==================== xbar_l2_req_issuer
Figure 1. Sizing map (xbar_l2_req_issuer).
Scale: 3 px per um.
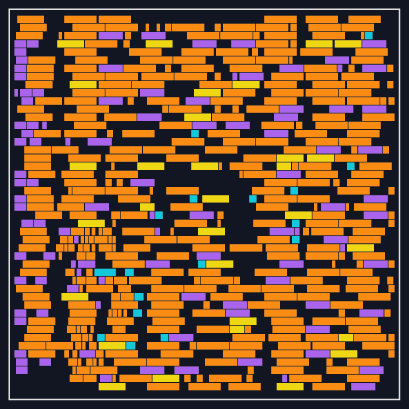

==> src/rtl/xbar_l2_req_issuer.sv <==
//------------------------------------------------------------------------------
// Module   : xbar_l2_req_issuer
// Purpose  : Buffers core load/store commands in a small FIFO and issues them
//            to an L2 crossbar port with a req/gnt handshake, limiting the
//            number of granted-but-unanswered requests and registering the
//            in-order responses back to the core.
// Revision : 1.0 - initial release
//
// Parameters:
//   FIFO_DEPTH      - command FIFO entries (power of two, 2..16)
//   MAX_OUTSTANDING - granted requests awaiting r_valid (1..7)
//
// Ports:
//   clk, rst        - clock (posedge) and asynchronous active-high reset
//   cmd_*           - core command channel (valid/ready, addr, wen, wdata, be)
//   data_*_o        - crossbar request channel driven from the FIFO head
//   data_gnt_i      - crossbar grant
//   data_r_*_i      - crossbar response (valid, load data)
//   rsp_valid_o     - registered response valid to the core
//   rsp_rdata_o     - registered response data (held while rsp_valid_o low)
//   busy_o          - FSM not in IDLE
//   err_o           - sticky protocol error
//
// Build option:
//   XBAR_L2_ISSUER_ERR_EN - when defined, err_o latches on r_valid with no
//                           outstanding request or on gnt without req.
//                           When undefined, err_o is tied low.
//------------------------------------------------------------------------------
`default_nettype none

module xbar_l2_req_issuer #(
  parameter int FIFO_DEPTH      = 4,
  parameter int MAX_OUTSTANDING = 2
) (
  input  logic        clk,
  input  logic        rst,
  input  logic        cmd_valid_i,
  output logic        cmd_ready_o,
  input  logic [13:0] cmd_add_i,
  input  logic        cmd_wen_i,
  input  logic [31:0] cmd_wdata_i,
  input  logic [3:0]  cmd_be_i,
  output logic        data_req_o,
  output logic [13:0] data_add_o,
  output logic        data_wen_o,
  output logic [31:0] data_wdata_o,
  output logic [3:0]  data_be_o,
  input  logic        data_gnt_i,
  input  logic        data_r_valid_i,
  input  logic [31:0] data_r_rdata_i,
  output logic        rsp_valid_o,
  output logic [31:0] rsp_rdata_o,
  output logic        busy_o,
  output logic        err_o
);

  localparam int PTR_W = $clog2(FIFO_DEPTH);
  localparam int ENT_W = 14 + 1 + 32 + 4;

  localparam logic [PTR_W:0] DEPTH_C = (PTR_W+1)'(FIFO_DEPTH);
  localparam logic [2:0]     MAX_C   = 3'(MAX_OUTSTANDING);

  localparam logic [1:0] S_IDLE     = 2'd0;
  localparam logic [1:0] S_ISSUE    = 2'd1;
  localparam logic [1:0] S_STALL    = 2'd2;
  localparam logic [1:0] S_WAIT_RSP = 2'd3;

  // ---------------------------------------------------------------------------
  // Command FIFO
  // ---------------------------------------------------------------------------
  logic [ENT_W-1:0] mem_q [FIFO_DEPTH];
  logic [PTR_W-1:0] wr_ptr_q, wr_ptr_d;
  logic [PTR_W-1:0] rd_ptr_q, rd_ptr_d;
  logic [PTR_W:0]   fifo_cnt_q, fifo_cnt_d;
  logic [ENT_W-1:0] head;
  logic             fifo_full;
  logic             push;
  logic             pop;

  logic [2:0]       out_cnt_q, out_cnt_d;
  logic             rsp_inc;
  logic             rsp_dec;

  logic [1:0]       state_q, state_d;

  logic             rsp_valid_q, rsp_valid_d;
  logic [31:0]      rsp_rdata_q, rsp_rdata_d;

  assign fifo_full   = (fifo_cnt_q == DEPTH_C);
  // Ready depends only on registered occupancy, never on a same-cycle pop.
  assign cmd_ready_o = ~fifo_full;
  assign push        = cmd_valid_i & ~fifo_full;
  // data_req_o is only high in ISSUE, which implies a non-empty FIFO.
  assign pop         = data_req_o & data_gnt_i;
  assign head        = mem_q[rd_ptr_q];

  always_comb begin
    wr_ptr_d   = push ? wr_ptr_q + PTR_W'(1) : wr_ptr_q;
    rd_ptr_d   = pop  ? rd_ptr_q + PTR_W'(1) : rd_ptr_q;
    fifo_cnt_d = fifo_cnt_q;
    if (push && !pop) begin
      fifo_cnt_d = fifo_cnt_q + (PTR_W+1)'(1);
    end else if (pop && !push) begin
      fifo_cnt_d = fifo_cnt_q - (PTR_W+1)'(1);
    end
  end

  // Storage is not reset: every output derived from it is gated by data_req_o.
  always_ff @(posedge clk) begin
    if (push) begin
      mem_q[wr_ptr_q] <= {cmd_add_i, cmd_wen_i, cmd_wdata_i, cmd_be_i};
    end
  end

  // ---------------------------------------------------------------------------
  // Outstanding counter and response register
  // ---------------------------------------------------------------------------
  assign rsp_inc = pop;
  // A response with nothing outstanding is dropped: no underflow, no pulse.
  assign rsp_dec = data_r_valid_i & (out_cnt_q != 3'd0);

  always_comb begin
    out_cnt_d = out_cnt_q;
    if (rsp_inc && !rsp_dec) begin
      out_cnt_d = out_cnt_q + 3'd1;
    end else if (rsp_dec && !rsp_inc) begin
      out_cnt_d = out_cnt_q - 3'd1;
    end
    rsp_valid_d = rsp_dec;
    rsp_rdata_d = rsp_dec ? data_r_rdata_i : rsp_rdata_q;
  end

  always_ff @(posedge clk or posedge rst) begin
    if (rst) begin
      wr_ptr_q    <= '0;
      rd_ptr_q    <= '0;
      fifo_cnt_q  <= '0;
      out_cnt_q   <= 3'd0;
      rsp_valid_q <= 1'b0;
      rsp_rdata_q <= 32'd0;
    end else begin
      wr_ptr_q    <= wr_ptr_d;
      rd_ptr_q    <= rd_ptr_d;
      fifo_cnt_q  <= fifo_cnt_d;
      out_cnt_q   <= out_cnt_d;
      rsp_valid_q <= rsp_valid_d;
      rsp_rdata_q <= rsp_rdata_d;
    end
  end

  assign rsp_valid_o = rsp_valid_q;
  assign rsp_rdata_o = rsp_rdata_q;

  // ---------------------------------------------------------------------------
  // FSM: the state mirrors next-cycle occupancy/counter, so data_req_o comes
  // from a flop and drops in the same cycle the counter reaches the limit.
  // ---------------------------------------------------------------------------
  always_ff @(posedge clk or posedge rst) begin
    if (rst) begin
      state_q <= S_IDLE;
    end else begin
      state_q <= state_d;
    end
  end

  always_comb begin
    state_d = S_IDLE;
    if (fifo_cnt_d != '0) begin
      state_d = (out_cnt_d >= MAX_C) ? S_STALL : S_ISSUE;
    end else if (out_cnt_d != 3'd0) begin
      state_d = S_WAIT_RSP;
    end
  end

  always_comb begin
    data_req_o   = (state_q == S_ISSUE);
    busy_o       = (state_q != S_IDLE);
    data_add_o   = 14'd0;
    data_wen_o   = 1'b0;
    data_wdata_o = 32'd0;
    data_be_o    = 4'd0;
    if (data_req_o) begin
      {data_add_o, data_wen_o, data_wdata_o, data_be_o} = head;
    end
  end

  // ---------------------------------------------------------------------------
  // Sticky protocol error
  // ---------------------------------------------------------------------------
`ifdef XBAR_L2_ISSUER_ERR_EN
  logic err_q, err_d;

  always_comb begin
    err_d = err_q
          | (data_r_valid_i & (out_cnt_q == 3'd0))
          | (data_gnt_i & ~data_req_o);
  end

  always_ff @(posedge clk or posedge rst) begin
    if (rst) begin
      err_q <= 1'b0;
    end else begin
      err_q <= err_d;
    end
  end

  assign err_o = err_q;
`else
  assign err_o = 1'b0;
`endif

endmodule

`default_nettype wire
==> config.mk <==
export PLATFORM = sky130hd
export DESIGN_NAME = xbar_l2_req_issuer
export DESIGN_NICKNAME = d
export VERILOG_FILES = /design/src/rtl/xbar_l2_req_issuer.sv
export SDC_FILE = /design/constraint.sdc
export NUM_CORES = 1
export LEC_CHECK = 0
export CAP_MARGIN = 20
export CORE_UTILIZATION = 60
export DETAILED_ROUTE_END_ITERATION = 8
export DONT_BUFFER_PORTS = 1
export GPL_TIMING_DRIVEN = 0
export PLACE_DENSITY_LB_ADDON = 0.15
export SYNTH_ARGS = -nofsm -noshare
export SYNTH_HDL_FRONTEND = slang
export SYNTH_SLANG_ARGS = --single-unit
export TNS_END_PERCENT = 30
==> constraint.sdc <==
create_clock -name clk -period 4.22 [get_ports clk]
set_input_delay 0.633 -clock clk [delete_from_list [all_inputs] [get_ports clk]]
set_output_delay 0.633 -clock clk [all_outputs]
set_load 0.02 [all_outputs]
==================== hex_entry
### config.mk
export PLATFORM = sky130hd
export DESIGN_NAME = hex_entry
export DESIGN_NICKNAME = d
export VERILOG_FILES = /design/src/rtl/hex_entry.sv
export SDC_FILE = /design/constraint.sdc
export NUM_CORES = 1
export LEC_CHECK = 0
export ABC_AREA = 0
export CAP_MARGIN = 15
export CORE_MARGIN = 2
export CORE_UTILIZATION = 38
export DETAILED_ROUTE_END_ITERATION = 7
export SETUP_SLACK_MARGIN = 0.1
export SLEW_MARGIN = 10
export SYNTH_ARGS = -nofsm -noshare
export SYNTH_HDL_FRONTEND = slang
export SYNTH_SLANG_ARGS = --single-unit
### constraint.sdc
create_clock -name clk -period 5.5 [get_ports clk]
set_input_delay 1.1 -clock clk [delete_from_list [all_inputs] [get_ports clk]]
set_output_delay 1.1 -clock clk [all_outputs]
set_load 0.05 [all_outputs]
### src/rtl/hex_entry.sv
// hex_entry: debounced push/back/clear buttons assemble up to 32 hex nibbles from slide switches.
module hex_entry #(
    parameter int DB_BITS = 20
) (
    input  logic         clk,
    input  logic         clr,
    input  logic [3:0]   sw,
    input  logic         btn_push,
    input  logic         btn_back,
    input  logic         btn_clear,
    output logic [0:127] o_x,
    output logic [5:0]   o_count,
    output logic         o_valid,
    output logic         o_done
);
    typedef enum logic [1:0] {EMPTY, ENTRY, FULL} state_t;
    state_t st;
    logic [3:0] sw_s1, sw_s2;
    logic [2:0] b_s1, b_s2, stable, stable_d, press;
    logic [DB_BITS-1:0] cnt [3];
    always_ff @(posedge clk or negedge clr) begin
        if (!clr) begin
            sw_s1    <= '0;
            sw_s2    <= '0;
            b_s1     <= '0;
            b_s2     <= '0;
            stable   <= '0;
            stable_d <= '0;
            press    <= '0;
            for (int k = 0; k < 3; k++) cnt[k] <= '0;
        end else begin
            sw_s1    <= sw;
            sw_s2    <= sw_s1;
            b_s1     <= {btn_clear, btn_back, btn_push};
            b_s2     <= b_s1;
            stable_d <= stable;
            press    <= stable & ~stable_d;
            // a level is accepted only after 2^DB_BITS consecutive disagreeing samples
            for (int k = 0; k < 3; k++) begin
                if (b_s2[k] == stable[k]) cnt[k] <= '0;
                else if (cnt[k] == '1) begin
                    cnt[k]    <= '0;
                    stable[k] <= ~stable[k];
                end else cnt[k] <= cnt[k] + 1'b1;
            end
        end
    end
    always_ff @(posedge clk or negedge clr) begin
        if (!clr) begin
            st      <= EMPTY;
            o_x     <= '0;
            o_count <= '0;
            o_valid <= 1'b0;
            o_done  <= 1'b0;
        end else begin
            o_done <= 1'b0;
            if (press[2]) begin
                st      <= EMPTY;
                o_x     <= '0;
                o_count <= '0;
                o_valid <= 1'b0;
            end else if (press[1] && st != EMPTY) begin
                st      <= (o_count == 6'd1) ? EMPTY : ENTRY;
                o_x     <= {4'h0, o_x[0:123]};
                o_count <= o_count - 6'd1;
                o_valid <= 1'b0;
            end else if (press[0] && st != FULL) begin
                st      <= (o_count == 6'd31) ? FULL : ENTRY;
                o_x     <= {o_x[4:127], sw_s2};
                o_count <= o_count + 6'd1;
                o_valid <= o_count == 6'd31;
                o_done  <= o_count == 6'd31;
            end
        end
    end
endmodule
Figure 2. Signal wires on met3 (hex_entry).
Scale: 1.5 px per um. Cells faint in the background.
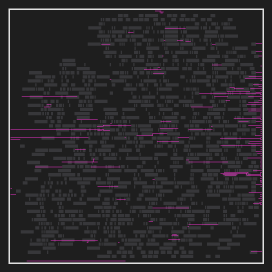
nets with wire on the layer: 94
share of all routed wire: 4.3%
longest straight run: 65.5 um
GRT met3 Usage: 0.0259
Total Routed Length: 25700 um
detailed-route via count: 8485

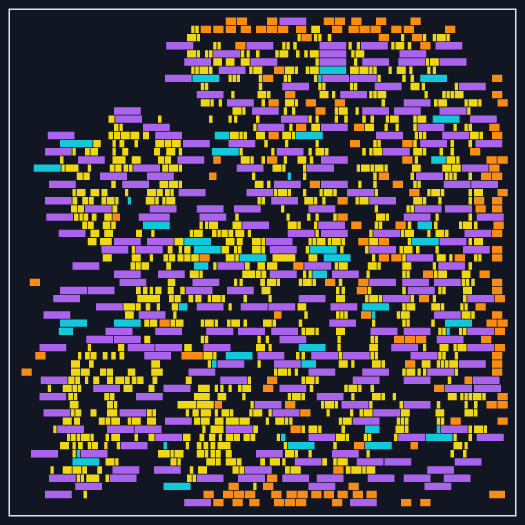
Figure 3: hex_entry, cell classes on the final placement.
Scale: 3 px per um.
[clock drivers and dummy loads] cyan | cells: 45
[sequential cells] purple | cells: 220
[combinational and other logic] yellow | cells: 807
[remaining buffers and delay cells] orange | cells: 152
Layout Cell Area excl Fill: 12700 sq um
post-layout util: 0.476
register share of the cell area: 0.433
# rows: 60

==> COMMIT_EDITMSG, hex_entry <==
Store results of the implementation flow

* Outcome: finished clean
- The floorplan step records an initial core utilization of 0.384.
- Final setup violation count: 0
* Largest net degree at the start of global routing: 236
- Max reg flops: 128
- The critical path starts at o_valid.
* Htree depth: 1
* Stages on worst setup path: 1
- According to the I/O placement log, the pin count is 145.
* RSZ-0062 raised after global routing: false
- Registers take about 5500 sq um.
* Top Layout Cells: 268 x sky130_fd_sc_hd__nand2_1, 219 x sky130_fd_sc_hd__dfrtp_1, 174 x sky130_fd_sc_hd__nor2_1
- Simple Share, Synth: 0.231
* Area fraction in xor and xnor cells: 0.0359
* Post-synthesis instance area: 10300 sq um
- Well-tap cell count: 341
- Per the placement log, port buffering inserted 144 buffers.
- Net switching share of the total power: 0.212
- Detailed router's first-iteration violation count: 973
- Post-layout period usage of the worst path: 0.546
- Setup total negative slack on the finished layout was measured at 0 ns.
- Total power consumption of the routed design: 0.00335 W
- Worst IR drop on VDD: 0.198 mV
* Number of cells in the design after placement: 1520
* Average instance area after synthesis: 9.27 sq um
* Crit path max-delay family: buffers and inverters
* Top area cells in the synthesized netlist: sky130_fd_sc_hd__dfrtp_1 54%, sky130_fd_sc_hd__a311oi_1 11%, sky130_fd_sc_hd__nand2_1 9.8%, sky130_fd_sc_hd__nor2_1 6.4%, sky130_fd_sc_hd__clkbuf_1 2.4%
* Reg-to-reg setup timing slack: 3.03 ns
* Number of sinks handled by clock tree synthesis: between 200 and 250
- Number of antenna violations at the first check in global routing: 0
- Among all cell classes, the greatest summed area belongs to registers.
* Cell count of the worst hold path: 0
- Non-clk invs: 14
* Mux area share: 0.0113
- Clock transition at the register clock pins on the worst setup and hold paths after CTS: 0.06 ns
* Slowest stage cell on the critical path: sky130_fd_sc_hd__clkdlybuf4s50_1
- In the final layout, the share of cells above drive strength 1 is 0.0572.
- Power share of the combinational group: 0.018
* Antenna Diode Count: 0
- Number of instances in the synthesized netlist: 1107
* Max Fanout on Critical Path: 7
- After clock tree synthesis, the repair step resized 0 gates.
- Summing over the stages, the warning tally comes to 34.
- For this sky-water flow run, the detailed-routed wirelength per cell is reported as 16.4 um.
- Synthesis inferred 220 register bits.
- STA classifies the critical path endpoint as a primary output.
- In the Yosys report the total cell count is roughly 1100.
- Footprint of the multi-input gates: 4400 sq um
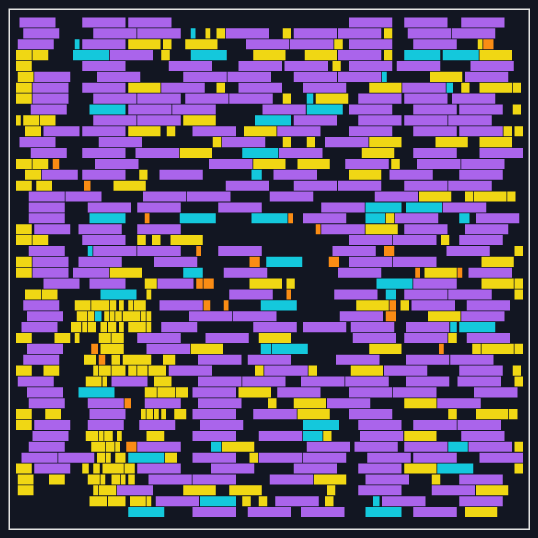
Figure 4: xbar_l2_req_issuer, cell classes on the final placement.
Scale: 4 px per um.
[sequential cells] purple | cells: 249
[combinational and other logic] yellow | cells: 213
[clock drivers and dummy loads] cyan | cells: 44
[remaining buffers and delay cells] orange | cells: 24
# rows: 46
core region area: 15900 sq um

Notes on Figure 1 above:
[_3 and _4 cells] cyan | cells: 17 | most used: buf_4
[_0 and _1 cells] orange | cells: 380 | most used: edfxtp_1
[_2 cells] purple | cells: 103 | most used: mux4_2
[_6 and larger] yellow | cells: 30 | most used: clkbuf_16
fin worst setup slack: 1.29 ns
bufs w/o clock: 24

==> COMMIT_EDITMSG, xbar_l2_req_issuer <==
Store results of the implementation flow

* Crit path max-delay family: buffers and inverters
* Delay of the slowest cell on the worst path: 0.52 ns
- Per the gpl log, the routability congestion estimate is 0.698.
- Most common library cells after synthesis: 204 x sky130_fd_sc_hd__edfxtp_1, 52 x sky130_fd_sc_hd__nor2b_1, 51 x sky130_fd_sc_hd__mux4_2
* Power share of the combinational group: 0.276
- Net switching share of the total power: 0.303
* Simple Share, Synth: 0.0507
- mem_q holds more flip-flops than any other register.
- The longest clock path from root to sink contains 3 buffers.
* Detailed placer's ending HPWL: 10100 um
* Clock buf count: 37
* Cell type with the highest aggregate area in the netlist: sky130_fd_sc_hd__edfxtp_1
* Final layout net count: 610
* Antenna Diode Count: 0
* Clock transition at the register clock pins on the worst setup and hold paths after CTS: 0.06 ns
* Slowest stage cell on the critical path: sky130_fd_sc_hd__clkbuf_1
* RSZ-0062 raised after global routing: false
- Reg-to-reg setup timing slack: 1.96 ns
- Post-layout minimum cycle time: 2.93 ns
- Max Fanout on Critical Path: 10
* Number of max-cap violations: 0
- For this run, the register share of the synthesized area comes to 0.742.
* Final Max Tran Viols: 0
* Class of the most critical setup path: flip-flop to primary output
- Number of fillers in the final layout: 1047
- Clock tree synthesis selected as its root buffer the cell sky130_fd_sc_hd__clkbuf_16.
- The synthesized netlist handed to floorplanning was reported with a cell count of between 400 and 500.
* Number of cells in the yosys synthesis report: just under 500
- Kind of start point of the critical path: flip-flop
* Mi-comb count: 201
- GRT met1 Usage: 0.239
* Clock buf/inv share: 0.0723
- Worst clock skew: around 0.014 ns
- The synthesis run identifies the leading combinational cell family as multiplexers.
* Total nets after synthesis: 584
- The synthesized design contains slightly above 200 enable-type register cells.
* Outcome: finished clean
- Summed over all cells, the static leakage comes to ~3.7 nW.
- Floorplan die height: roughly 130 um
* Wire length the detailed router placed on met1: 6180 um
- The routed design shows a wire length per standard cell of 22.0 um.
- Clock network fraction of total power: 0.263
* Worst setup path start: rd_ptr_q[1]
- The area growth from synthesis to layout is 10.9%.
- Area share of fa/ha/maj cells after synthesis: 0.0128
- Combinational gate power: 0.00216 W
- Non-clk invs: 12
* Flop pwr share: 0.461
* Number of flip-flops and latches: 249
- The first TritonRoute pass finished after 4 iterations.
- Area after detailed placement: 10000 sq um
- Stages on worst setup path: 4
- In this run, post-CTS hold repair placed 0 buffers.
- The violation tally recorded at the end of detailed-routing iteration 0 is ~170.
* DR DRC count: 0
- Dividing the detail-routed via count by the number of cells gives between 5 and 6.
- Met2 Routed Length: approximately 8300 um
- The highest layer touched by signal routing is met4.
- Mux area share: 0.157
* Post-synthesis instance area: roughly 9800 sq um
* Distinct lib cells: 39
- Met2 layer usage reported by global route: 0.344
- Power spread over the standard cell area amounts to 722 nW/um^2.
- Starting density of the core: 0.615
* Total clock network power: 0.00206 W
- Overall routing resource usage recorded by global route was 0.200.
- Total Routed Length: 16400 um

==> screenshots <==
Sequential cells coloured by netlist name.
(a)
Scale: 2 px per um.
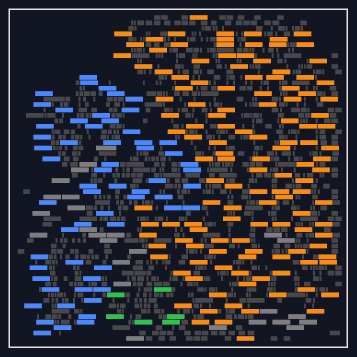
(b)
Scale: 3 px per um.
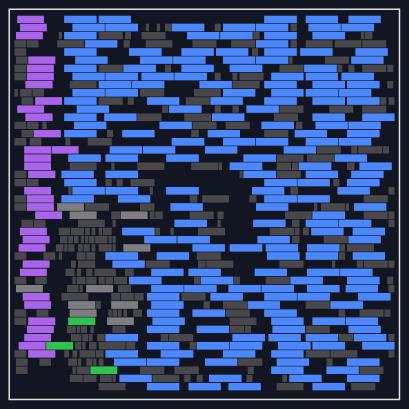
| from | picture |
|---|---|
| xbar_l2_req_issuer | (b) |
| hex_entry | (a) |
Of these, most cells: (a)
Of these, largest die: (a)

Key to (b):
[mem_q] blue | placed flops: 204 | where: widely spread
[rsp_rdata_o] purple | placed flops: 32 | where: a column on the left
[fifo_cnt_q] green | placed flops: 3



==> notes/layouts.md <==
Pictures saved along the way, in no particular order.

Cell placement.
picture 1
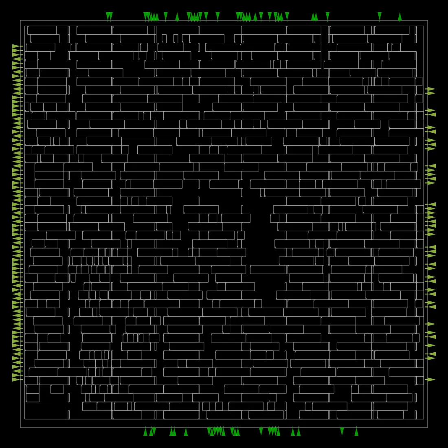
picture 2
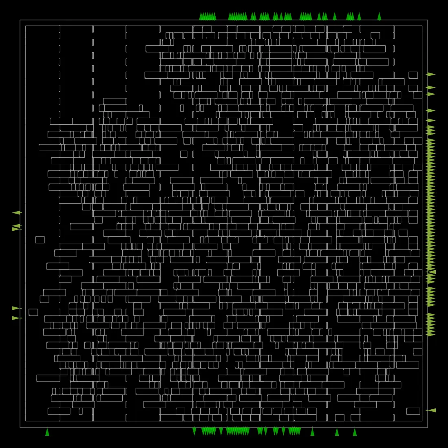
picture 1: xbar_l2_req_issuer
picture 2: hex_entry
Of these, highest utilization: picture 1
Of these, most cells: picture 2

Power and IR drop assume default switching activity.
